# design 1

design_1/util_map.png
The die is cut into 10 by 10 equal tiles; white is low, dark blue is high, 0 to 100% covered.
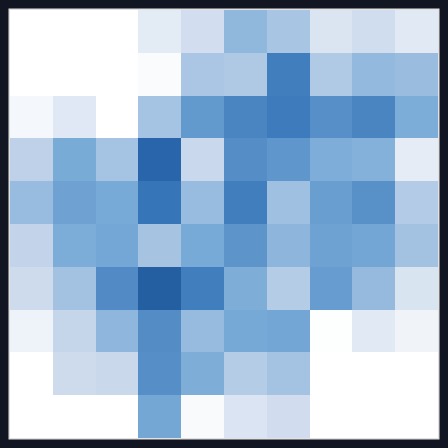

$ cat config.mk
export PLATFORM = sky130hd
export DESIGN_NAME = uart_cmd_parser
export DESIGN_NICKNAME = d
export VERILOG_FILES = /design/src/rtl/uart_dbg_pkg.sv /design/src/rtl/byte_timer.sv /design/src/rtl/uart_cmd_parser.sv
export SDC_FILE = /design/constraint.sdc
export NUM_CORES = 1
export LEC_CHECK = 0
export ABC_AREA = 1
export CORE_MARGIN = 1
export CORE_UTILIZATION = 27
export CTS_CLUSTER_DIAMETER = 30
export DETAILED_ROUTE_END_ITERATION = 7
export GPL_TIMING_DRIVEN = 0
export PLACE_DENSITY = 0.55
export SLEW_MARGIN = 30
export SYNTH_ARGS = -nofsm -noshare
export SYNTH_HDL_FRONTEND = slang
export SYNTH_SLANG_ARGS = --single-unit
$ cat constraint.sdc
create_clock -name iCE_CLK -period 2.1 [get_ports iCE_CLK]
set_input_delay 0.63 -clock iCE_CLK [delete_from_list [all_inputs] [get_ports iCE_CLK]]
set_output_delay 0.63 -clock iCE_CLK [all_outputs]
set_load 0.01 [all_outputs]
$ cat src/rtl/uart_dbg_pkg.sv
// Shared definitions for the UART debug command path: parser states,
// command/response codes and the default packet start marker.
package uart_dbg_pkg;

  typedef enum logic [2:0] {
    ST_IDLE,
    ST_GET_CMD,
    ST_GET_ADDR,
    ST_GET_DATA,
    ST_GET_CSUM,
    ST_EXEC,
    ST_SEND0,
    ST_SEND1
  } state_e;

  localparam logic [7:0] CMD_WRITE    = 8'h57;
  localparam logic [7:0] CMD_READ     = 8'h52;
  localparam logic [7:0] RSP_ACK      = 8'h06;
  localparam logic [7:0] RSP_NAK      = 8'h15;
  localparam logic [7:0] SYNC_DEFAULT = 8'hA5;

  function automatic logic [7:0] sat_inc8(input logic [7:0] v);
    return (v == 8'hFF) ? v : v + 8'd1;
  endfunction

endpackage

$ cat src/rtl/byte_timer.sv
// Inter-byte watchdog: counts enabled cycles since the last clear and
// pulses expired on the TIMEOUT_CYCLES-th one.
module byte_timer #(
  parameter int TIMEOUT_CYCLES = 1200000
) (
  input  logic clk,
  input  logic rst,
  input  logic clear,
  input  logic enable,
  output logic expired
);

  localparam int              CW   = $clog2(TIMEOUT_CYCLES + 1);
  localparam logic [CW-1:0]   LAST = CW'(TIMEOUT_CYCLES - 1);

  logic [CW-1:0] cnt_q;

  // A clear in the same cycle always wins, so a byte arriving on the last
  // allowed cycle still counts as on time.
  assign expired = enable && !clear && (cnt_q == LAST);

  always_ff @(posedge clk) begin
    if (rst || clear || !enable)
      cnt_q <= '0;
    else if (!expired)
      cnt_q <= cnt_q + 1'b1;
  end

endmodule

$ cat src/rtl/uart_cmd_parser.sv
// Frames 5-byte debug packets from the UART RX stream, performs probe
// register reads/writes and returns ACK/NAK/read data. Optional inter-byte
// timeout is compiled in with CMD_PARSER_TIMEOUT_EN.
module uart_cmd_parser
  import uart_dbg_pkg::*;
#(
  parameter logic [7:0] SYNC_BYTE      = SYNC_DEFAULT,
  parameter int         NUM_REGS       = 16,
  parameter int         TIMEOUT_CYCLES = 1200000
) (
  input  logic       iCE_CLK,
  input  logic       rst,
  input  logic [7:0] rx_byte,
  input  logic       rx_valid,
  output logic       reg_wr_en,
  output logic [7:0] reg_addr,
  output logic [7:0] reg_wdata,
  input  logic [7:0] reg_rdata,
  output logic [7:0] tx_byte,
  output logic       tx_valid,
  input  logic       tx_ready,
  output logic       busy,
  output logic [7:0] err_count
);

  localparam logic [8:0] NUM_REGS_L = 9'(NUM_REGS);

  state_e     state_q, state_d;
  logic [7:0] cmd_q, addr_q, data_q, rdata_q, err_q;
  logic       pkt_ok_q, pkt_rd_q;
  logic       timeout_hit;
  logic       csum_ok, cmd_ok, addr_ok;

  assign csum_ok = (rx_byte == (cmd_q ^ addr_q ^ data_q));
  assign cmd_ok  = (cmd_q == CMD_WRITE) || (cmd_q == CMD_READ);
  assign addr_ok = ({1'b0, addr_q} < NUM_REGS_L);

`ifdef CMD_PARSER_TIMEOUT_EN
  logic in_get;
  assign in_get = (state_q == ST_GET_CMD) || (state_q == ST_GET_ADDR) ||
                  (state_q == ST_GET_DATA) || (state_q == ST_GET_CSUM);

  byte_timer #(.TIMEOUT_CYCLES(TIMEOUT_CYCLES)) u_byte_timer (
    .clk     (iCE_CLK),
    .rst     (rst),
    .clear   (rx_valid || !in_get),
    .enable  (in_get),
    .expired (timeout_hit)
  );
`else
  assign timeout_hit = 1'b0;
`endif

  always_ff @(posedge iCE_CLK) begin
    if (rst) begin
      state_q  <= ST_IDLE;
      cmd_q    <= '0;
      addr_q   <= '0;
      data_q   <= '0;
      rdata_q  <= '0;
      err_q    <= '0;
      pkt_ok_q <= 1'b0;
      pkt_rd_q <= 1'b0;
    end else begin
      state_q <= state_d;
      unique case (state_q)
        ST_GET_CMD:  if (rx_valid) cmd_q  <= rx_byte;
        ST_GET_ADDR: if (rx_valid) addr_q <= rx_byte;
        ST_GET_DATA: if (rx_valid) data_q <= rx_byte;
        ST_GET_CSUM: if (rx_valid) begin
          pkt_ok_q <= csum_ok && cmd_ok && addr_ok;
          pkt_rd_q <= (cmd_q == CMD_READ);
        end
        ST_EXEC: begin
          if (pkt_ok_q && pkt_rd_q) rdata_q <= reg_rdata;
          if (!pkt_ok_q)            err_q   <= sat_inc8(err_q);
        end
        default: ;
      endcase
      // Only possible in GET_*, so never collides with the EXEC increment.
      if (timeout_hit) err_q <= sat_inc8(err_q);
    end
  end

  always_comb begin
    state_d = state_q;
    unique case (state_q)
      ST_IDLE:     if (rx_valid && rx_byte == SYNC_BYTE) state_d = ST_GET_CMD;
      ST_GET_CMD:  if (rx_valid) state_d = ST_GET_ADDR;
      ST_GET_ADDR: if (rx_valid) state_d = ST_GET_DATA;
      ST_GET_DATA: if (rx_valid) state_d = ST_GET_CSUM;
      ST_GET_CSUM: if (rx_valid) state_d = ST_EXEC;
      ST_EXEC:     state_d = ST_SEND0;
      ST_SEND0:    if (tx_ready) state_d = (pkt_ok_q && pkt_rd_q) ? ST_SEND1 : ST_IDLE;
      ST_SEND1:    if (tx_ready) state_d = ST_IDLE;
      default:     state_d = ST_IDLE;
    endcase
    if (timeout_hit) state_d = ST_IDLE;
  end

  always_comb begin
    tx_byte = 8'h00;
    unique case (state_q)
      ST_SEND0: tx_byte = pkt_ok_q ? RSP_ACK : RSP_NAK;
      ST_SEND1: tx_byte = rdata_q;
      default:  tx_byte = 8'h00;
    endcase
  end

  assign tx_valid  = (state_q == ST_SEND0) || (state_q == ST_SEND1);
  assign busy      = (state_q == ST_EXEC) || tx_valid;
  assign reg_wr_en = (state_q == ST_EXEC) && pkt_ok_q && !pkt_rd_q;
  assign reg_addr  = addr_q;
  assign reg_wdata = data_q;
  assign err_count = err_q;

endmodule
# design 2

**config.mk**
```make
export PLATFORM = sky130hd
export DESIGN_NAME = dom_share_sequencer
export DESIGN_NICKNAME = d
export VERILOG_FILES = /design/src/rtl/dom_seq_pkg.sv /design/src/rtl/dom_lfsr.sv /design/src/rtl/dom_share_sequencer.sv
export SDC_FILE = /design/constraint.sdc
export NUM_CORES = 1
export LEC_CHECK = 0
export CAP_MARGIN = 15
export CORE_ASPECT_RATIO = 1.5
export CORE_MARGIN = 4
export CORE_UTILIZATION = 58
export CTS_BUF_LIST = sky130_fd_sc_hd__clkbuf_2 sky130_fd_sc_hd__clkbuf_4 sky130_fd_sc_hd__clkbuf_8
export CTS_CLUSTER_DIAMETER = 30
export DETAILED_ROUTE_END_ITERATION = 12
export PLACE_DENSITY_LB_ADDON = 0.25
export SETUP_SLACK_MARGIN = 0.02
export SLEW_MARGIN = 20
export SYNTH_ARGS = -nofsm -noshare
export SYNTH_HDL_FRONTEND = slang
export SYNTH_SLANG_ARGS = --single-unit
```
**constraint.sdc**
```tcl
create_clock -name clk -period 2.25 [get_ports clk]
set_input_delay 0.45 -clock clk [delete_from_list [all_inputs] [get_ports clk]]
set_output_delay 0.45 -clock clk [all_outputs]
set_load 0.01 [all_outputs]
```
**src/rtl/dom_seq_pkg.sv**
```systemverilog
// Shared definitions for the DOM share sequencer: FSM encoding, LFSR taps,
// default seed and the bus-width derivation helpers.
package dom_seq_pkg;

    typedef enum logic [2:0] {
        IDLE,
        RAND,
        LOAD_A,
        LOAD_B,
        WAIT,
        CAPTURE,
        CLEAR
    } seq_state_t;

    // Galois right-shift mask for x^32 + x^22 + x^2 + x + 1.
    localparam logic [31:0] LFSR_TAPS    = 32'h8020_0003;
    localparam logic [31:0] DEFAULT_SEED = 32'hACE1_0001;

    function automatic int rand_bits(input int n_shares);
        return n_shares * (n_shares - 1) / 2;
    endfunction

    function automatic int in_width(input int n_shares);
        return 2 * n_shares + rand_bits(n_shares);
    endfunction

endpackage

```
**src/rtl/dom_lfsr.sv**
```systemverilog
// Galois LFSR supplying all mask and fresh-random bits; steps once per enabled cycle.
module dom_lfsr
    import dom_seq_pkg::*;
#(
    parameter int                LFSR_W    = 32,
    parameter logic [LFSR_W-1:0] LFSR_SEED = LFSR_W'(DEFAULT_SEED)
) (
    input  logic              clk,
    input  logic              rst,
    input  logic              en,
    output logic [LFSR_W-1:0] state
);

    localparam logic [LFSR_W-1:0] TAPS = LFSR_W'(LFSR_TAPS);

    always_ff @(posedge clk or posedge rst) begin
        if (rst) begin
            state <= LFSR_SEED;
        end else if (en) begin
            state <= (state >> 1) ^ (state[0] ? TAPS : '0);
        end
    end

endmodule

```
**src/rtl/dom_share_sequencer.sv**
```systemverilog
// Splits an operand pair into Boolean shares and drives one DOM AND gate in
// staged phases. Optional result self-check built when DOM_SEQ_CHECK_EN is defined.
module dom_share_sequencer
    import dom_seq_pkg::*;
#(
    parameter int                N_SHARES  = 4,
    parameter int                N_RAND    = rand_bits(N_SHARES),
    parameter int                IN_W      = in_width(N_SHARES),
    parameter int                DOM_LAT   = 1,
    parameter int                LFSR_W    = 32,
    parameter logic [LFSR_W-1:0] LFSR_SEED = LFSR_W'(DEFAULT_SEED)
) (
    input  logic                clk,
    input  logic                rst,
    input  logic                op_valid,
    output logic                op_ready,
    input  logic                op_a,
    input  logic                op_b,
    output logic [IN_W-1:0]     dom_in,
    input  logic [N_SHARES-1:0] dom_out,
    output logic                res_valid,
    output logic                res,
    output logic                busy
`ifdef DOM_SEQ_CHECK_EN
    ,
    output logic                err,
    output logic [15:0]         err_cnt
`endif
);

    seq_state_t          state;
    logic [3:0]          cnt;
    logic [N_SHARES-1:0] a_sh;
    logic [N_SHARES-1:0] b_sh;
    logic [LFSR_W-1:0]   lfsr;
    logic                lfsr_unused;

    logic [N_SHARES-2:0] a_mask;
    logic [N_SHARES-2:0] b_mask;
    logic [N_SHARES-1:0] a_sh_next;
    logic [N_SHARES-1:0] b_sh_next;

`ifdef DOM_SEQ_CHECK_EN
    logic a_lat;
    logic b_lat;
`endif

    dom_lfsr #(
        .LFSR_W   (LFSR_W),
        .LFSR_SEED(LFSR_SEED)
    ) u_lfsr (
        .clk  (clk),
        .rst  (rst),
        .en   (busy),
        .state(lfsr)
    );

    // Share i sits at bit i of its field; share 0 carries the operand correction.
    assign a_mask      = lfsr[N_SHARES-2:0];
    assign b_mask      = lfsr[2*N_SHARES-3:N_SHARES-1];
    assign a_sh_next   = {a_mask, op_a ^ (^a_mask)};
    assign b_sh_next   = {b_mask, op_b ^ (^b_mask)};
    assign lfsr_unused = ^lfsr;

    always_ff @(posedge clk or posedge rst) begin
        if (rst) begin
            state     <= IDLE;
            op_ready  <= 1'b1;
            busy      <= 1'b0;
            dom_in    <= '0;
            res_valid <= 1'b0;
            res       <= 1'b0;
            cnt       <= '0;
            a_sh      <= '0;
            b_sh      <= '0;
`ifdef DOM_SEQ_CHECK_EN
            a_lat     <= 1'b0;
            b_lat     <= 1'b0;
            err       <= 1'b0;
            err_cnt   <= '0;
`endif
        end else begin
            res_valid <= 1'b0;
            case (state)
                IDLE: begin
                    if (op_valid && op_ready) begin
                        a_sh     <= a_sh_next;
                        b_sh     <= b_sh_next;
`ifdef DOM_SEQ_CHECK_EN
                        a_lat    <= op_a;
                        b_lat    <= op_b;
`endif
                        dom_in   <= {{(2*N_SHARES){1'b0}}, lfsr[N_RAND-1:0]};
                        op_ready <= 1'b0;
                        busy     <= 1'b1;
                        state    <= RAND;
                    end
                end
                RAND: begin
                    dom_in[IN_W-1 -: N_SHARES] <= a_sh;
                    state                      <= LOAD_A;
                end
                LOAD_A: begin
                    dom_in[N_RAND +: N_SHARES] <= b_sh;
                    state                      <= LOAD_B;
                end
                LOAD_B: begin
                    cnt   <= 4'(DOM_LAT);
                    state <= WAIT;
                end
                WAIT: begin
                    // Sample on the edge into CAPTURE so res and res_valid line up.
                    if (cnt == 4'd0) begin
                        res       <= ^dom_out;
                        res_valid <= 1'b1;
`ifdef DOM_SEQ_CHECK_EN
                        if ((^dom_out) != (a_lat & b_lat)) begin
                            err <= 1'b1;
                            if (err_cnt != 16'hFFFF) begin
                                err_cnt <= err_cnt + 16'd1;
                            end
                        end
`endif
                        state     <= CAPTURE;
                    end else begin
                        cnt <= cnt - 4'd1;
                    end
                end
                CAPTURE: begin
                    dom_in <= '0;
                    state  <= CLEAR;
                end
                CLEAR: begin
                    op_ready <= 1'b1;
                    busy     <= 1'b0;
                    state    <= IDLE;
                end
                default: begin
                    state <= IDLE;
                end
            endcase
        end
    end

endmodule

```
# design 3

### config.mk
export PLATFORM = sky130hd
export DESIGN_NAME = bfis_query_sequencer
export DESIGN_NICKNAME = d
export VERILOG_FILES = /design/src/rtl/bfis_query_sequencer.sv
export SDC_FILE = /design/constraint.sdc
export NUM_CORES = 1
export LEC_CHECK = 0
export ABC_AREA = 1
export CAP_MARGIN = 20
export CORE_AREA = 4 4 213 215
export DETAILED_ROUTE_END_ITERATION = 10
export DIE_AREA = 0 0 217 219
export GPL_TIMING_DRIVEN = 0
export PLACE_DENSITY = 0.62
export SLEW_MARGIN = 20
export SYNTH_ARGS = -nofsm -noshare
export SYNTH_HDL_FRONTEND = slang
export SYNTH_SLANG_ARGS = --single-unit
### constraint.sdc
create_clock -name clk_in -period 6.9 [get_ports clk_in]
set_input_delay 0.69 -clock clk_in [delete_from_list [all_inputs] [get_ports clk_in]]
set_output_delay 0.69 -clock clk_in [all_outputs]
set_load 0.05 [all_outputs]
### src/rtl/bfis_query_sequencer.sv
// rtl/bfis_query_sequencer.sv - sequences one k-NN query: clears bfis, streams vertices, returns top-k.
// Optional watchdog on the result wait: define SEQ_WATCHDOG_EN.
module bfis_query_sequencer #(
  parameter int DIM            = 4,
  parameter int WIDTH          = 16,
  parameter int PQ_LENGTH      = 8,
  parameter int NUM_VERTICES   = 64,
  parameter int TIMEOUT_CYCLES = 1024,
  parameter int ADDR_W         = $clog2(NUM_VERTICES)
) (
  input  logic                       clk_in,
  input  logic                       rst_in,
  input  logic                       req_valid_in,
  output logic                       req_ready_out,
  input  logic [DIM*WIDTH-1:0]       req_query_in,
  input  logic [3:0]                 req_k_in,
  input  logic [ADDR_W:0]            req_nverts_in,
  output logic                       mem_rd_en_out,
  output logic [ADDR_W-1:0]          mem_addr_out,
  input  logic [DIM*WIDTH-1:0]       mem_data_in,
  output logic                       bfis_rst_out,
  output logic [DIM*WIDTH-1:0]       bfis_vertex_out,
  output logic                       bfis_vertex_valid_out,
  output logic [DIM*WIDTH-1:0]       bfis_query_out,
  output logic [3:0]                 bfis_k_out,
  input  logic                       bfis_valid_in,
  input  logic [PQ_LENGTH*WIDTH-1:0] bfis_top_k_in,
  output logic                       res_valid_out,
  input  logic                       res_ready_in,
  output logic [PQ_LENGTH*WIDTH-1:0] res_top_k_out,
  output logic                       res_timeout_out,
  output logic                       busy_out
);

  typedef enum logic [2:0] {
    S_IDLE, S_CLEAR, S_STREAM, S_DRAIN, S_WAIT, S_DONE
  } state_t;

  state_t                     state, state_nxt;
  logic [DIM*WIDTH-1:0]       query_q;
  logic [3:0]                 k_q;
  logic [ADDR_W:0]            nverts_q;
  logic [ADDR_W-1:0]          addr_q;
  logic [PQ_LENGTH*WIDTH-1:0] res_q;
  logic                       vvalid_q;
  logic                       accept;
  logic                       last_addr;
  logic                       capture;
  logic                       wd_fire;
  logic [3:0]                 k_clamped;
  logic [ADDR_W:0]            nv_clamped;

  // Ready is gated by reset so every output reads zero while rst_in is high.
  assign req_ready_out = (state == S_IDLE) && !rst_in;
  assign accept        = req_valid_in && req_ready_out;
  assign last_addr     = ({1'b0, addr_q} == (nverts_q - (ADDR_W+1)'(1)));
  assign capture       = (state == S_WAIT) && bfis_valid_in;

  always_comb begin
    k_clamped  = req_k_in;
    nv_clamped = req_nverts_in;
    if (req_k_in == 4'd0)
      k_clamped = 4'd1;
    else if (int'(req_k_in) > PQ_LENGTH)
      k_clamped = 4'(PQ_LENGTH);
    if (int'(req_nverts_in) > NUM_VERTICES)
      nv_clamped = (ADDR_W+1)'(NUM_VERTICES);
  end

`ifdef SEQ_WATCHDOG_EN
  localparam int CNT_W = $clog2(TIMEOUT_CYCLES + 1);
  logic [CNT_W-1:0] wd_cnt_q;
  logic             timeout_q;

  assign wd_fire = (state == S_WAIT) && !bfis_valid_in
                   && (wd_cnt_q == CNT_W'(TIMEOUT_CYCLES - 1));

  always_ff @(posedge clk_in or posedge rst_in) begin
    if (rst_in) begin
      wd_cnt_q  <= '0;
      timeout_q <= 1'b0;
    end else begin
      wd_cnt_q <= (state == S_WAIT) ? wd_cnt_q + CNT_W'(1) : '0;
      if (wd_fire)
        timeout_q <= 1'b1;
      else if (state == S_DONE && res_ready_in)
        timeout_q <= 1'b0;
    end
  end

  assign res_timeout_out = timeout_q;
`else
  logic unused_wd_cfg;
  assign unused_wd_cfg   = (TIMEOUT_CYCLES == 0);
  assign wd_fire         = 1'b0;
  assign res_timeout_out = 1'b0;
`endif

  always_ff @(posedge clk_in or posedge rst_in) begin
    if (rst_in)
      state <= S_IDLE;
    else
      state <= state_nxt;
  end

  always_comb begin
    state_nxt = state;
    case (state)
      S_IDLE:   if (accept) state_nxt = (req_nverts_in == '0) ? S_DONE : S_CLEAR;
      S_CLEAR:  state_nxt = S_STREAM;
      S_STREAM: if (last_addr) state_nxt = S_DRAIN;
      S_DRAIN:  state_nxt = S_WAIT;
      S_WAIT:   if (capture || wd_fire) state_nxt = S_DONE;
      S_DONE:   if (res_ready_in) state_nxt = S_IDLE;
      default:  state_nxt = S_IDLE;
    endcase
  end

  always_ff @(posedge clk_in or posedge rst_in) begin
    if (rst_in) begin
      query_q  <= '0;
      k_q      <= '0;
      nverts_q <= '0;
      addr_q   <= '0;
      res_q    <= '0;
      vvalid_q <= 1'b0;
    end else begin
      vvalid_q <= (state == S_STREAM);
      addr_q   <= (state == S_STREAM && !last_addr) ? addr_q + ADDR_W'(1) : '0;
      if (accept) begin
        query_q  <= req_query_in;
        k_q      <= k_clamped;
        nverts_q <= nv_clamped;
        if (req_nverts_in == '0)
          res_q <= '0;
      end
      if (capture)
        res_q <= bfis_top_k_in;
      else if (wd_fire)
        res_q <= '0;
    end
  end

  assign mem_rd_en_out         = (state == S_STREAM);
  assign mem_addr_out          = addr_q;
  assign bfis_rst_out          = (state == S_CLEAR);
  // Memory data arrives one cycle after the strobe, aligned with vvalid_q.
  assign bfis_vertex_valid_out = vvalid_q;
  assign bfis_vertex_out       = vvalid_q ? mem_data_in : '0;
  assign bfis_query_out        = query_q;
  assign bfis_k_out            = k_q;
  assign res_valid_out         = (state == S_DONE);
  assign res_top_k_out         = res_q;
  assign busy_out              = (state != S_IDLE);

endmodule

# design 4

[src/rtl/boundary_scan_register.sv]
// boundary_scan_register: 4 input + 4 output boundary scan cells with capture/shift/update.
// Define BSR_SHIFT_CHECK_EN to add the shift-length counter driving len_err.
module boundary_scan_register (
  input  logic       clk,
  input  logic       TLR,
  input  logic       TDI,
  input  logic       select_bsr,
  input  logic       capture_dr,
  input  logic       shift_dr,
  input  logic       update_dr,
  input  logic       extest,
  input  logic [3:0] pin_in,
  output logic [3:0] X,
  input  logic [3:0] Yin,
  output logic [3:0] pin_out,
  output logic       TDO_bsr,
  output logic       len_err
);
  logic [7:0] shift_reg, update_reg;
  logic cap, shf, upd;
  // Illegal simultaneous strobes resolve as capture > shift > update
  assign cap = select_bsr & capture_dr;
  assign shf = select_bsr & shift_dr & ~capture_dr;
  assign upd = select_bsr & update_dr & ~capture_dr & ~shift_dr;
  always_ff @(posedge clk or posedge TLR)
    if (TLR) shift_reg <= '0;
    else if (cap) shift_reg <= {Yin, pin_in};
    else if (shf) shift_reg <= {TDI, shift_reg[7:1]};
  always_ff @(posedge clk or posedge TLR)
    if (TLR) update_reg <= '0;
    else if (upd) update_reg <= shift_reg;
`ifdef BSR_SHIFT_CHECK_EN
  logic [2:0] cnt;
  always_ff @(posedge clk or posedge TLR)
    if (TLR) begin
      cnt <= '0;
      len_err <= 1'b0;
    end else if (cap) begin
      cnt <= '0;
      len_err <= 1'b0;
    end else if (shf) cnt <= cnt + 3'd1;
    else if (upd && cnt != 3'd0) len_err <= 1'b1;
`else
  assign len_err = 1'b0;
`endif
  assign X = extest ? update_reg[3:0] : pin_in;
  assign pin_out = extest ? update_reg[7:4] : Yin;
  assign TDO_bsr = shift_reg[0];
endmodule

[config.mk]
export PLATFORM = sky130hd
export DESIGN_NAME = boundary_scan_register
export DESIGN_NICKNAME = d
export VERILOG_FILES = /design/src/rtl/boundary_scan_register.sv
export SDC_FILE = /design/constraint.sdc
export NUM_CORES = 1
export LEC_CHECK = 0
export CORE_MARGIN = 2
export CORE_UTILIZATION = 49
export CTS_CLUSTER_DIAMETER = 150
export DETAILED_ROUTE_END_ITERATION = 10
export PLACE_DENSITY = 0.83
export SLEW_MARGIN = 10
export SYNTH_ARGS = -nofsm -noshare
export SYNTH_HDL_FRONTEND = slang
export SYNTH_SLANG_ARGS = --single-unit
[constraint.sdc]
create_clock -name clk -period 1.8 [get_ports clk]
set_input_delay 0.36 -clock clk [delete_from_list [all_inputs] [get_ports clk]]
set_output_delay 0.36 -clock clk [all_outputs]
set_load 0.01 [all_outputs]
design_4/layers.png
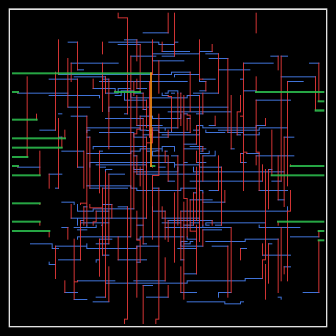
Orange marks M4, wire length 13.6 um. Blue marks M1, wire length 752 um. Green marks M3, wire length 94.8 um. Red marks M2, wire length 890 um.
wire per inst: 14.2 um
overall track demand over capacity in global routing: 19.7%
sum of routed wire length over all layers: 1750 um
total number of vias: 663

==> notes.md, design 4 <==
Numbers from the implementation run.

The total internal power is 0.000709 W. The total chip power is 0.000956 W. The fmax is 0.587 GHz. Counting flops with a built-in enable in the synthesized netlist gives 0.

The clock buffers instantiated in the layout total 3. The async set-reset flop share out of synthesis is 100%. The sequential group share of total power is 50.8%. According to the floorplan report, the die width is 46.4 um. The part of the power in the clock network is 18.2%. Counting the buffers created by CTS gives 3. Global routing used 24.6% of the available met1 tracks. The initial antenna violation count is 0. The final tally of hold violations is 0. The timing report gives the worst reg2reg path a setup slack of 820 ps.

Multi-input combinational cells in the finished layout were counted as 45. Prior to clock tree synthesis, the placed netlist has a worst setup slack of -365 ps. The flow ran to the end, and the final reports show no timing, DRC or antenna violations. The final max-slew violation count is 0. The flow reports power dissipated in the clock network as 0.000174 W. The number of setup violations in the final report is 0. The mapped cell area is 880 sq um. The number of warning messages in the yosys log is 0.

Together, buffers and inverters on the worst path number 3. The share of the Yosys chip area taken by registers is 45.5%. The post-synthesis to final-layout area growth is 36.8%. In this run the worst path has a maximum fanout of 4. The TritonCTS clock tree is yes.
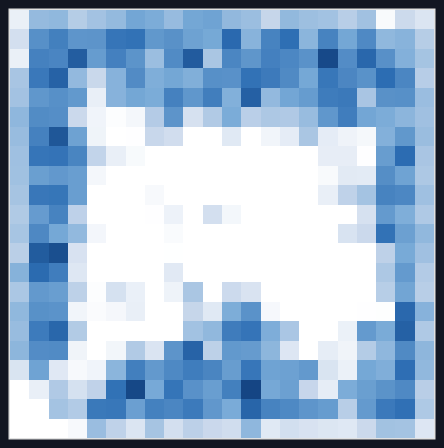
design_3/util_map.png
The die is cut into 22 by 22 equal tiles; white is low, dark blue is high, 0 to 100% covered.
25% of the tiles are nearly empty. The fullest tile reaches 92%. The emptiest ninth of the die: center. 4.1% of the tiles are over 75% full.
post-route core utilization: 37.6%
Pre-Place Util: 21.4%
core region area: 43700 sq um

==> notes.md, design 3 <==
Numbers from the implementation run.

The unique cell type count in the Yosys netlist is 26. The OpenROAD report gives the critical path a data arrival time of 2820 ps. Per the synthesis report, the simple-gate share of the synthesized area is 21.8%. The part of the power in combinational logic is 57.1%. The fraction of final layout cells with drive strength greater than 1 is 4.99%. Counting flops with a built-in enable in the synthesized netlist gives 0. The highest layer touched by signal routing is met5.

The worst relative slew slack is 42.8%. The sequential fraction of the synthesis area is 56.9%. The number of cells on the worst hold path is 2. The total combinational power is 0.00457 W. Across the whole layout, storage elements account for 5330 sq um.

The routed design uses 19000 um of met2 wire. The run finished with clean final reports. The number of placement rows is 77. Counting every sink on the clock net gives 213. For this run, the leading register cell type out of synthesis is dfrtp_1. Counting only logic cells after layout, the most numerous master is clkdlybuf4s50_1.

The total CTS buffers is 26. The most common cell in the synthesized netlist is nand2_1. The tally of OpenROAD warnings is 26. The clock buffer and inverter area fraction after layout is 5.01%. The synth_stat.txt file lists the number of cells as 1133. The aggregate routed wire length is 37900 um. The number of standard cells after synthesis is 1133. Per the detail_route report, routed wire per instance is 16.4 um. Net switching is 49.4% of the power.
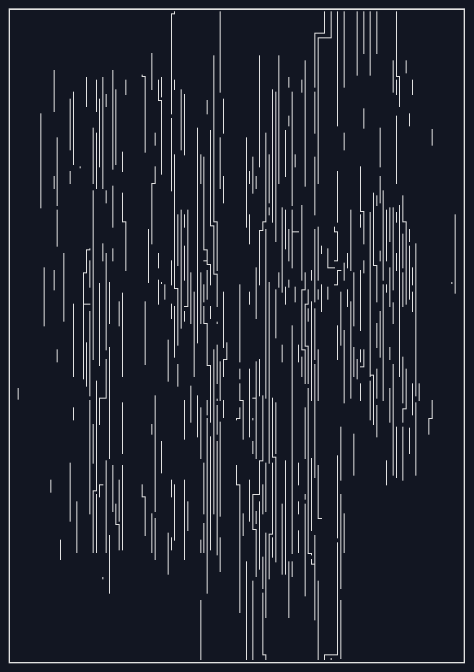
design_2/m2.png
The layer carries 2570 um of wire. 217 nets have wire on it. The longest straight run is 32.1 um. The wires run mostly vertical. The layer holds 54% of the routed length.
total number of vias: 1608
sum of routed wire length over all layers: 4760 um
grt met2 use: 31.3%

design_2/layers.png
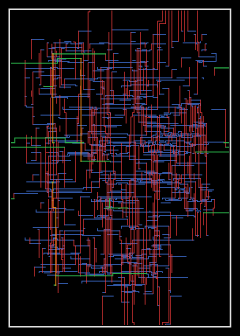
Blue marks M1, wire length 1960 um. Orange marks M4, wire length 86.6 um. Red marks M2, wire length 2570 um. Green marks M3, wire length 148 um.
overall track demand over capacity in global routing: 18.7%
wire per inst: 16.1 um

==> notes.md, design 2 <==
Numbers from the implementation run.

The flow ran to the end, and the final reports show no timing, DRC or antenna violations. Summed over its instances, the top area cell type makes up 50.5% of the synthesized netlist area. The sequential cell area in the final layout is 1640 sq um. The global router reports that the layer with the highest usage is met2. The aggregate global routing overflow is 0. The cell type that accounts for the most area after synthesis is dfrtp_1. The largest non-sequential cell family by area is multiplexers.

Clock tree synthesis inserted a total of 9 buffers. The number of warning messages in the yosys log is 0. The required time at the endpoint of the critical path is 1800 ps. The max-slew check reports its worst relative slack as 69.2%. The final timing report lists a hold violation count of 0. The number of buffers outside the clock class in the layout is 28.

The top cell types in the final layout, fill and taps aside, are 55 x dfrtp_1, 39 x mux2_2, 26 x clkdlybuf4s50_1. The design has 65 sequential cells. The script computed the net switching share of total power as 30.5%. The CTS H-tree depth is 3. Clock buffers in the final layout number 11. The longest clock path from root to sink contains 2 buffers. The TritonCTS clock tree is yes. The floorplan report gives the top-level pin count as 27. Per the timing report, the most critical flop-to-flop path finishes at b_sh[0]$_DFFE_PP0P_. The floorplan die height is 92.0 um. The analysis attributes to net switching a power of 0.00147 W. For this run, the number of standard cells in the final layout without fillers is 295. In the finished design, the share of the clock period the worst path needs comes to 84.4%.

The number of cells traversed by the worst register-to-register path is 3. Among all cell types in the netlist, the one instantiated most often is dfrtp_1. The count of routing violations after the opening detailed-route iteration is 123.

In this run the tool buffered the top-level ports with 26 buffer cells.
design_1/m2.png
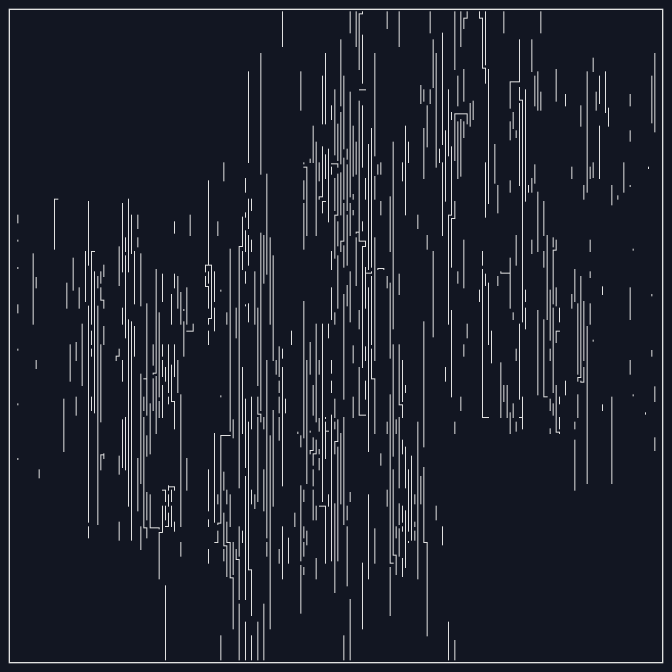
The longest straight run is 36.1 um. The layer holds 48% of the routed length. The wires run mostly vertical.
grt met2 use: 25.5%
sum of routed wire length over all layers: 6790 um

## Picture notes: design_1/util_map.png
2.0% of the tiles are over 75% full. 18% of the tiles are nearly empty. The mean over all tiles is 33%. The densest ninth of the die: center.
Pre-Place Util: 28.1%
core region area: 8760 sq um
post-route core utilization: 37.6%

==> notes.md, design 1 <==
Numbers from the implementation run.

The number of global-route vias before repair is 2480. The detailed router reports a met3 wire length of 248 um. Nets still carrying antenna violations after routing amount to 0. Clock tree synthesis inserted a total of 5 buffers. The leakage power total is 1.39 nW. Of all the cell area in the finished design, the clock network holds 3.49%. The sequential group share of total power is 42.1%. The sequential cell area in the final layout is 910 sq um. The critical setup path kind is register to output port.

For this run, design rule violations remaining after detail routing come to 0. The maximum VDD drop is 0.320 mV. The layout has 952 filler cells. The floorplan has 34 rows.

The final routed wire length divided by cell count is 12.2 um. Hold is met by 457 ps. The completed layout was analyzed and its total power is 0.00248 W. Power attributed to sequential cells is 0.00104 W. The top cell family by delay on the critical path is buffers and inverters.

The run finished with clean final reports. The number of warning messages in the yosys log is 0. Yosys mapped the design onto 26 distinct sky130hd cell types. The met1 usage is 18.8%.

# design 5

design_5/m2.png
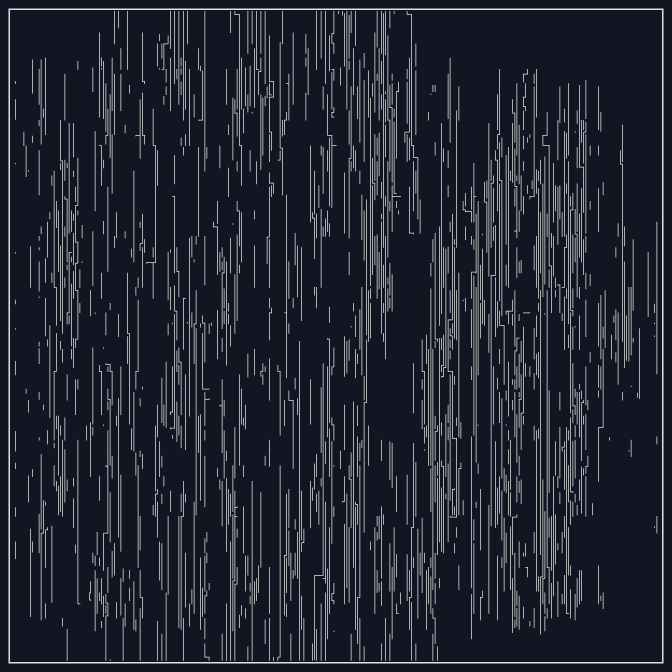

<file path="src/rtl/lexington.sv">
// Shared writeback types: register address, data word, slow-path FIFO entry,
// and a helper for reading the x1..x31 pending vector.
package lexington;

  typedef logic [4:0]  reg_addr_t;
  typedef logic [31:0] word;

  typedef struct packed {
    reg_addr_t addr;
    word       data;
  } wb_entry_t;

  localparam int WB_FIFO_DEPTH = 2;

  // The scoreboard has no bit for x0, so reading x0 always returns 0.
  function automatic logic pend_bit(input logic [31:1] pend, input reg_addr_t a);
    logic [31:0] v;
    v = {pend, 1'b0};
    return v[a];
  endfunction

endpackage

</file>
<file path="src/rtl/wb_fifo.sv">
// Synchronous circular FIFO for slow-path writeback entries.
// A push while full is dropped; a pop while empty is ignored.
module wb_fifo
  import lexington::*;
#(
  parameter int DEPTH = WB_FIFO_DEPTH
) (
  input  logic      clk,
  input  logic      rst,
  input  logic      push,
  input  wb_entry_t push_entry,
  input  logic      pop,
  output logic      full,
  output logic      empty,
  output wb_entry_t head
);

  localparam int AW = (DEPTH > 1) ? $clog2(DEPTH) : 1;
  localparam int CW = $clog2(DEPTH + 1);

  wb_entry_t         mem_q [DEPTH];
  wb_entry_t         mem_d [DEPTH];
  logic [AW-1:0]     wr_ptr_q, wr_ptr_d;
  logic [AW-1:0]     rd_ptr_q, rd_ptr_d;
  logic [CW-1:0]     count_q,  count_d;
  logic              do_push, do_pop;

  assign full  = (count_q == CW'(DEPTH));
  assign empty = (count_q == '0);
  assign head  = mem_q[rd_ptr_q];

  always_comb begin
    do_push  = push && !full;
    do_pop   = pop && !empty;
    mem_d    = mem_q;
    wr_ptr_d = wr_ptr_q;
    rd_ptr_d = rd_ptr_q;
    count_d  = count_q;
    if (do_push) begin
      mem_d[wr_ptr_q] = push_entry;
      wr_ptr_d        = wr_ptr_q + AW'(1);
    end
    if (do_pop) begin
      rd_ptr_d = rd_ptr_q + AW'(1);
    end
    // DEPTH is a power of two, so pointers wrap naturally.
    count_d = count_q + CW'(do_push) - CW'(do_pop);
  end

  always_ff @(posedge clk) begin
    if (rst) begin
      wr_ptr_q <= '0;
      rd_ptr_q <= '0;
      count_q  <= '0;
    end else begin
      wr_ptr_q <= wr_ptr_d;
      rd_ptr_q <= rd_ptr_d;
      count_q  <= count_d;
    end
  end

  // Storage needs no reset: entries are only read when count says valid.
  always_ff @(posedge clk) begin
    mem_q <= mem_d;
  end

endmodule

</file>
<file path="src/rtl/wb_arbiter.sv">
// Writeback arbiter: ALU path has strict priority over the buffered slow path;
// tracks pending long-latency destinations. Optional: LEXINGTON_WB_FWD_EN.
module wb_arbiter
  import lexington::*;
#(
  parameter int FIFO_DEPTH = WB_FIFO_DEPTH
) (
  input  logic        clk,
  input  logic        rst,
  input  logic        alu_valid,
  input  logic [4:0]  alu_addr,
  input  logic [31:0] alu_data,
  input  logic        lsu_valid,
  output logic        lsu_ready,
  input  logic [4:0]  lsu_addr,
  input  logic [31:0] lsu_data,
  input  logic        issue_en,
  input  logic [4:0]  issue_addr,
  input  logic [4:0]  rs1_addr,
  input  logic [4:0]  rs2_addr,
  output logic        rs1_busy,
  output logic        rs2_busy,
`ifdef LEXINGTON_WB_FWD_EN
  output logic        rs1_fwd_en,
  output logic [31:0] rs1_fwd_data,
  output logic        rs2_fwd_en,
  output logic [31:0] rs2_fwd_data,
`endif
  output logic        dest_en,
  output logic [4:0]  dest_addr,
  output logic [31:0] dest_data
);

  logic        dest_en_q,       dest_en_d;
  reg_addr_t   dest_addr_q,     dest_addr_d;
  word         dest_data_q,     dest_data_d;
  logic        dest_from_lsu_q, dest_from_lsu_d;
  logic [31:1] pending_q,       pending_d;

  logic        fifo_full, fifo_empty;
  logic        lsu_push, lsu_pop;
  wb_entry_t   fifo_head, fifo_in;
  logic        sb_set, sb_clr;
  logic        rs1_pend, rs2_pend;

  assign fifo_in = '{addr: lsu_addr, data: lsu_data};

  wb_fifo #(.DEPTH(FIFO_DEPTH)) u_fifo (
    .clk        (clk),
    .rst        (rst),
    .push       (lsu_push),
    .push_entry (fifo_in),
    .pop        (lsu_pop),
    .full       (fifo_full),
    .empty      (fifo_empty),
    .head       (fifo_head)
  );

  // Selection: ALU first, then FIFO head. x0 targets are consumed but not written.
  always_comb begin
    lsu_ready       = !rst && !fifo_full;
    lsu_push        = lsu_valid && lsu_ready;
    lsu_pop         = !alu_valid && !fifo_empty;
    dest_en_d       = 1'b0;
    dest_addr_d     = dest_addr_q;
    dest_data_d     = dest_data_q;
    dest_from_lsu_d = 1'b0;
    if (alu_valid) begin
      dest_en_d   = (alu_addr != '0);
      dest_addr_d = alu_addr;
      dest_data_d = alu_data;
    end else if (!fifo_empty) begin
      dest_en_d       = (fifo_head.addr != '0);
      dest_addr_d     = fifo_head.addr;
      dest_data_d     = fifo_head.data;
      dest_from_lsu_d = 1'b1;
    end
  end

  // Scoreboard: a slow write clears its bit as it lands; a same-cycle issue wins.
  always_comb begin
    sb_set    = issue_en && (issue_addr != '0);
    sb_clr    = dest_en_q && dest_from_lsu_q;
    pending_d = pending_q;
    for (int i = 1; i < 32; i++) begin
      if (sb_clr && (dest_addr_q == 5'(i))) pending_d[i] = 1'b0;
      if (sb_set && (issue_addr == 5'(i)))  pending_d[i] = 1'b1;
    end
  end

  always_comb begin
    rs1_pend = pend_bit(pending_q, rs1_addr);
    rs2_pend = pend_bit(pending_q, rs2_addr);
`ifdef LEXINGTON_WB_FWD_EN
    rs1_fwd_en   = dest_en_q && (dest_addr_q == rs1_addr) && (rs1_addr != '0);
    rs2_fwd_en   = dest_en_q && (dest_addr_q == rs2_addr) && (rs2_addr != '0);
    rs1_fwd_data = dest_data_q;
    rs2_fwd_data = dest_data_q;
    // The bit drops at this edge unless re-issued, so the forwarded value is final.
    rs1_busy = rs1_pend && !(rs1_fwd_en && dest_from_lsu_q &&
                             !(sb_set && (issue_addr == rs1_addr)));
    rs2_busy = rs2_pend && !(rs2_fwd_en && dest_from_lsu_q &&
                             !(sb_set && (issue_addr == rs2_addr)));
`else
    rs1_busy = rs1_pend;
    rs2_busy = rs2_pend;
`endif
  end

  always_ff @(posedge clk) begin
    if (rst) begin
      dest_en_q       <= 1'b0;
      dest_addr_q     <= '0;
      dest_data_q     <= '0;
      dest_from_lsu_q <= 1'b0;
      pending_q       <= '0;
    end else begin
      dest_en_q       <= dest_en_d;
      dest_addr_q     <= dest_addr_d;
      dest_data_q     <= dest_data_d;
      dest_from_lsu_q <= dest_from_lsu_d;
      pending_q       <= pending_d;
    end
  end

  assign dest_en   = dest_en_q;
  assign dest_addr = dest_addr_q;
  assign dest_data = dest_data_q;

endmodule

</file>
<file path="config.mk">
export PLATFORM = sky130hd
export DESIGN_NAME = wb_arbiter
export DESIGN_NICKNAME = d
export VERILOG_FILES = /design/src/rtl/lexington.sv /design/src/rtl/wb_fifo.sv /design/src/rtl/wb_arbiter.sv
export SDC_FILE = /design/constraint.sdc
export NUM_CORES = 1
export LEC_CHECK = 0
export ABC_CLOCK_PERIOD_IN_PS = 10000
export CELL_PAD_IN_SITES_DETAIL_PLACEMENT = 1
export CELL_PAD_IN_SITES_GLOBAL_PLACEMENT = 2
export CORE_MARGIN = 2
export CORE_UTILIZATION = 35
export DETAILED_ROUTE_END_ITERATION = 8
export PLACE_DENSITY_LB_ADDON = 0.1
export REMOVE_ABC_BUFFERS = 1
export SYNTH_ARGS = -nofsm -noshare
export SYNTH_HDL_FRONTEND = slang
export SYNTH_SLANG_ARGS = --single-unit
</file>
<file path="constraint.sdc">
create_clock -name clk -period 10 [get_ports clk]
set_input_delay 3 -clock clk [delete_from_list [all_inputs] [get_ports clk]]
set_output_delay 3 -clock clk [all_outputs]
set_load 0.02 [all_outputs]
</file>
# design 6

**config.mk**
```make
export PLATFORM = sky130hd
export DESIGN_NAME = pwm_update_scheduler_flat
export DESIGN_NICKNAME = d
export VERILOG_FILES = /design/src/rtl/pwm_update_scheduler_pkg.sv /design/src/rtl/pwm_update_scheduler_if.sv /design/src/rtl/pwm_tick_gen.sv /design/src/rtl/pwm_update_scheduler.sv /design/src/flat_wrapper.sv
export SDC_FILE = /design/constraint.sdc
export NUM_CORES = 1
export LEC_CHECK = 0
export ABC_AREA = 1
export CAP_MARGIN = 15
export CORE_AREA = 2 2 84 86
export CTS_CLUSTER_DIAMETER = 80
export DETAILED_ROUTE_END_ITERATION = 16
export DIE_AREA = 0 0 86 88
export PLACE_DENSITY = 0.81
export RECOVER_POWER = 100
export SLEW_MARGIN = 5
export SYNTH_ARGS = -nofsm -noshare
export SYNTH_HDL_FRONTEND = slang
export SYNTH_SLANG_ARGS = --single-unit
```
**constraint.sdc**
```tcl
create_clock -name clk -period 3 [get_ports clk]
set_input_delay 0.6 -clock clk [delete_from_list [all_inputs] [get_ports clk]]
set_output_delay 0.6 -clock clk [all_outputs]
set_load 0.005 [all_outputs]
```
**src/rtl/pwm_update_scheduler_pkg.sv**
```systemverilog
// Shared definitions for the PWM update scheduler and the SPI register file.
// Register map, channel geometry and the shadowed configuration bundle.
package pwm_update_scheduler_pkg;

  localparam int ADDR_EN_OUT_LO = 0;
  localparam int ADDR_EN_OUT_HI = 1;
  localparam int ADDR_EN_PWM_LO = 2;
  localparam int ADDR_EN_PWM_HI = 3;
  localparam int ADDR_DUTY      = 4;

  localparam int NUM_CH    = 16;
  localparam int STEP_BITS = 8;

  localparam logic [7:0] DUTY_FULL = 8'hFF;
  localparam logic [STEP_BITS-1:0] STEP_LAST = '1;

  typedef struct packed {
    logic [NUM_CH-1:0] en_out;
    logic [NUM_CH-1:0] en_pwm;
    logic [7:0]        duty;
  } cfg_t;

  // Full-scale duty is 100% high rather than 255/256.
  function automatic logic pwm_lvl(
    input logic [7:0]           duty,
    input logic [STEP_BITS-1:0] step
  );
    return (duty == DUTY_FULL) || (step < duty);
  endfunction

endpackage

```
**src/rtl/pwm_update_scheduler_if.sv**
```systemverilog
// Config-in / channel-out bundle between the SPI register file,
// the update scheduler and the output pins.
interface pwm_update_scheduler_if;
  import pwm_update_scheduler_pkg::*;

  logic [7:0]        en_out_lo;
  logic [7:0]        en_out_hi;
  logic [7:0]        en_pwm_lo;
  logic [7:0]        en_pwm_hi;
  logic [7:0]        duty;
  logic [NUM_CH-1:0] ch;
  logic              period_start;
  logic              update_pending;

  modport master (
    output en_out_lo, en_out_hi,
    output en_pwm_lo, en_pwm_hi,
    output duty,
    input  ch, period_start, update_pending
  );

  modport slave (
    input  en_out_lo, en_out_hi,
    input  en_pwm_lo, en_pwm_hi,
    input  duty,
    output ch, period_start, update_pending
  );

endinterface

```
**src/rtl/pwm_tick_gen.sv**
```systemverilog
// PWM step prescaler: one tick every PRESCALE clocks.
// PRESCALE = 1 gives a tick on every cycle.
module pwm_tick_gen #(
  parameter int PRESCALE = 13
) (
  input  logic clk,
  input  logic rst_n,
  output logic tick_o
);

  localparam int PW = (PRESCALE > 1) ? $clog2(PRESCALE) : 1;
  localparam logic [PW-1:0] PLAST = PW'(PRESCALE - 1);

  logic [PW-1:0] pcnt_q;
  logic [PW-1:0] pcnt_d;

  assign tick_o = (pcnt_q == PLAST);

  always_comb begin
    pcnt_d = pcnt_q + PW'(1);
    if (tick_o) pcnt_d = '0;
  end

  always_ff @(posedge clk or negedge rst_n) begin
    if (!rst_n) pcnt_q <= '0;
    else        pcnt_q <= pcnt_d;
  end

endmodule

```
**src/rtl/pwm_update_scheduler.sv**
```systemverilog
// Double-buffered 16-channel PWM output stage; new config is
// applied only at period boundaries (or at once while idle).
module pwm_update_scheduler
  import pwm_update_scheduler_pkg::*;
#(
  parameter int PRESCALE = 13
) (
  input logic                  clk,
  input logic                  rst_n,
  pwm_update_scheduler_if.slave bus
);

  logic tick;
  logic boundary;
  logic commit;
  logic lvl;

  logic [STEP_BITS-1:0] scnt_q;
  logic [STEP_BITS-1:0] scnt_d;

  cfg_t live;
  cfg_t shadow_q;
  cfg_t shadow_d;

  logic [NUM_CH-1:0] ch_q;
  logic [NUM_CH-1:0] ch_d;

  logic ps_q;
  logic pend_q;
  logic pend_d;

  pwm_tick_gen #(
    .PRESCALE(PRESCALE)
  ) u_tick (
    .clk    (clk),
    .rst_n  (rst_n),
    .tick_o (tick)
  );

  assign live = {
    bus.en_out_hi, bus.en_out_lo,
    bus.en_pwm_hi, bus.en_pwm_lo,
    bus.duty
  };

  always_comb begin
    scnt_d   = scnt_q;
    boundary = 1'b0;
    commit   = 1'b0;
    shadow_d = shadow_q;
    pend_d   = (live != shadow_q);
    lvl      = pwm_lvl(shadow_q.duty, scnt_q);
    ch_d     = '0;

    if (tick) scnt_d = scnt_q + STEP_BITS'(1);
    boundary = tick && (scnt_q == STEP_LAST);

    // With every output disabled nothing can glitch, so track live.
    commit = boundary || (shadow_q.en_out == '0);
    if (commit) shadow_d = live;

    for (int i = 0; i < NUM_CH; i++) begin
      ch_d[i] = shadow_q.en_out[i] &
                (~shadow_q.en_pwm[i] | lvl);
    end
  end

  always_ff @(posedge clk or negedge rst_n) begin
    if (!rst_n) begin
      scnt_q   <= '0;
      shadow_q <= '0;
      ch_q     <= '0;
      ps_q     <= 1'b0;
      pend_q   <= 1'b0;
    end else begin
      scnt_q   <= scnt_d;
      shadow_q <= shadow_d;
      ch_q     <= ch_d;
      ps_q     <= boundary;
      pend_q   <= pend_d;
    end
  end

  assign bus.ch             = ch_q;
  assign bus.period_start   = ps_q;
  assign bus.update_pending = pend_q;

endmodule

```
**src/flat_wrapper.sv**
```systemverilog
// flat-port wrapper written by rule: the top's interface ports become plain ports
module pwm_update_scheduler_flat import pwm_update_scheduler_pkg::*;
#(
  parameter int PRESCALE = 13
)
  (clk, rst_n, bus_en_out_lo, bus_en_out_hi, bus_en_pwm_lo, bus_en_pwm_hi, bus_duty, bus_ch, bus_period_start, bus_update_pending);
  pwm_update_scheduler_if bus_i ();
  input logic clk;
  input logic rst_n;
  input wire logic [$bits(bus_i.en_out_lo)-1:0] bus_en_out_lo;
  input wire logic [$bits(bus_i.en_out_hi)-1:0] bus_en_out_hi;
  input wire logic [$bits(bus_i.en_pwm_lo)-1:0] bus_en_pwm_lo;
  input wire logic [$bits(bus_i.en_pwm_hi)-1:0] bus_en_pwm_hi;
  input wire logic [$bits(bus_i.duty)-1:0] bus_duty;
  output wire logic [$bits(bus_i.ch)-1:0] bus_ch;
  output wire logic [$bits(bus_i.period_start)-1:0] bus_period_start;
  output wire logic [$bits(bus_i.update_pending)-1:0] bus_update_pending;
  assign bus_i.en_out_lo = bus_en_out_lo;
  assign bus_i.en_out_hi = bus_en_out_hi;
  assign bus_i.en_pwm_lo = bus_en_pwm_lo;
  assign bus_i.en_pwm_hi = bus_en_pwm_hi;
  assign bus_i.duty = bus_duty;
  assign bus_ch = bus_i.ch;
  assign bus_period_start = bus_i.period_start;
  assign bus_update_pending = bus_i.update_pending;
  pwm_update_scheduler #(.PRESCALE(PRESCALE)) u_core (.clk(clk), .rst_n(rst_n), .bus(bus_i));
endmodule
```
design_6/layers.png
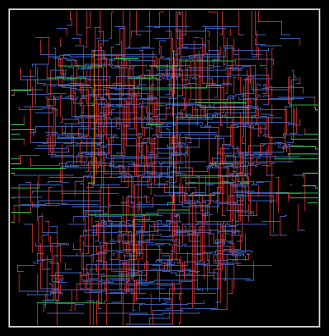
Green marks M3, wire length 406 um. Blue marks M1, wire length 3800 um. Red marks M2, wire length 3930 um. Orange marks M4, wire length 94.5 um.
overall track demand over capacity in global routing: 23.1%
sum of routed wire length over all layers: 8230 um
total number of vias: 2989

==> notes.md, design 6 <==
Numbers from the implementation run.

The flow ran to the end, but the final reports show violations. The checks that failed: max-capacitance violations, max-slew violations. The class of the tightest hold or removal check is register to register. Per the run summary, max-cap violations total 1. The tally of OpenROAD warnings is 27. The startpoint identified for the worst register-to-register timing path is u_core.u_tick.pcnt_q[0]$_DFF_PN0_. Per the cell usage report, the commonest logic cell in the layout is nand2_1. Power attributed to the clock group is 0.000770 W.

The number of logic stages on the critical path including buffering is 10. The worst-case hold slack is 516 ps. The proportion of total power due to net switching is 22.8%.

For this run, the slowest stage of the critical path takes 410 ps. The post-synthesis share of cell area spent on and, or, nand and nor gates is 29.8%. The design has 70 sequential cells. Headroom to the max-slew limit came out at -14.5%. Signal nets in the final route climb as high as met4.

The netlist uses 26 different library cells. Per the log, the first TritonRoute iteration ended with a DRC count of 191. The number of gates resized after cts is 0. The number of placed instances, taps included is 556. The final max-slew violation count is 71.
design_5/congestion_map.png
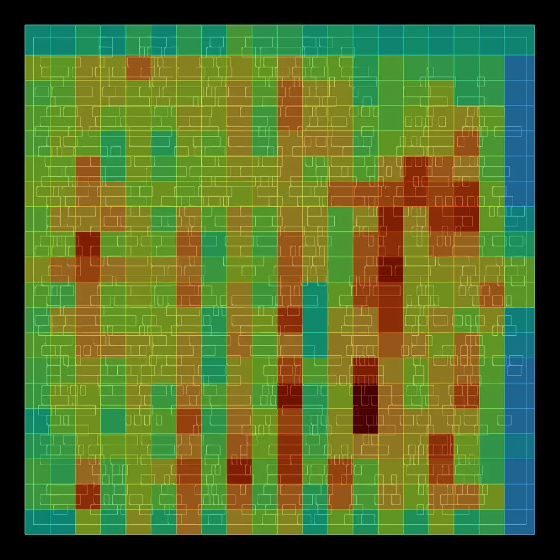
grt met2 use: 34.2%
global routing met3 resource utilization: 5.57%
GR Util met1: 21.8%
layer carrying the most global-route usage: met2

design_5/gates.png
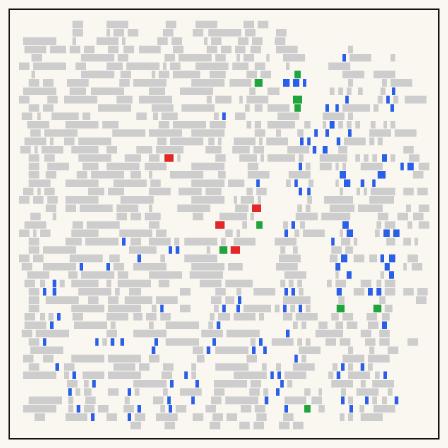
Red marks xor and xnor cells, cells 4, where center. Blue marks nand cells, cells 113, most used nand2_1, where spread over the die. Green marks and/or cells, cells 9, most used and2b_1.
logic share of the area: 29.3%
tally of non-filler cells in the final layout: 933
most frequent logic cell in the layout: clkdlybuf4s50_1

## Picture notes: design_5/m2.png
710 nets have wire on it. The longest straight run is 68.2 um. The layer holds 51% of the routed length.
sum of routed wire length over all layers: 18600 um
total number of vias: 4913

==> notes.md, design 5 <==
Numbers from the implementation run.

The run finished with clean final reports. The proportion of total power due to net switching is 30.0%. The final routed wire length divided by cell count is 19.9 um. Setup total negative slack on the finished layout was measured at 0 ps.

The cell type that accounts for the most area after synthesis is edfxtp_1. The power report puts the leakage power at 2.95 nW. The pin closest to its max-slew limit shows a slew of 1180 ps.

Among all cell types in the netlist, the one instantiated most often is nand2_1. The clock net sink count is 148. The worst setup slack after placement is 1740 ps. The number of placement rows is 49. The number of buffers outside the clock class in the layout is 139.

STA shows the worst min-delay path finishing at dest_data[11]$_SDFFE_PP0P_. The count of pins on the block boundary is 135. Sequential cells placed in the final layout were counted as 148. The highest metal layer used by the detailed router is met4.

The clock distribution power is 0.000635 W. The yosys synthesis chip area is 6410 sq um.


==> notes/layouts.md <==
Pictures saved along the way, in no particular order.

Selected gate families.
(a)
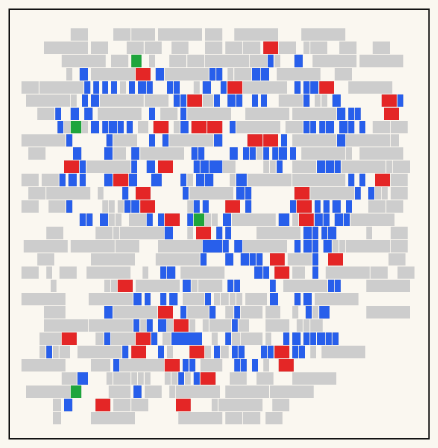
(b)
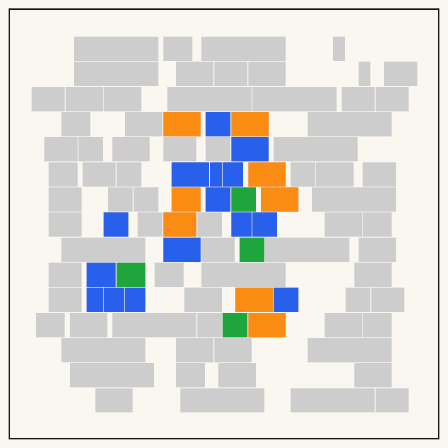
(c)
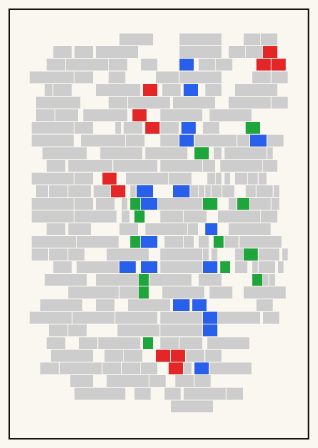
(d)
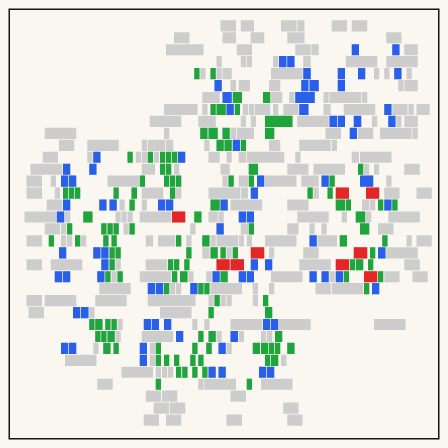
(e)
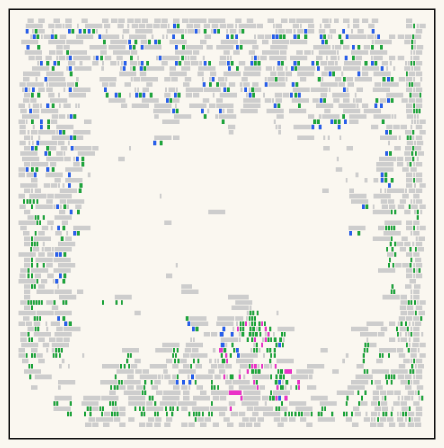
The one with the fewest cells is (b).
The one with the most cells is (e).
| picture | from |
|---|---|
| (d) | design 1 |
| (e) | design 3 |
| (a) | design 6 |
| (c) | design 2 |
| (b) | design 4 |

Power is estimated from default activity; no workload was simulated.
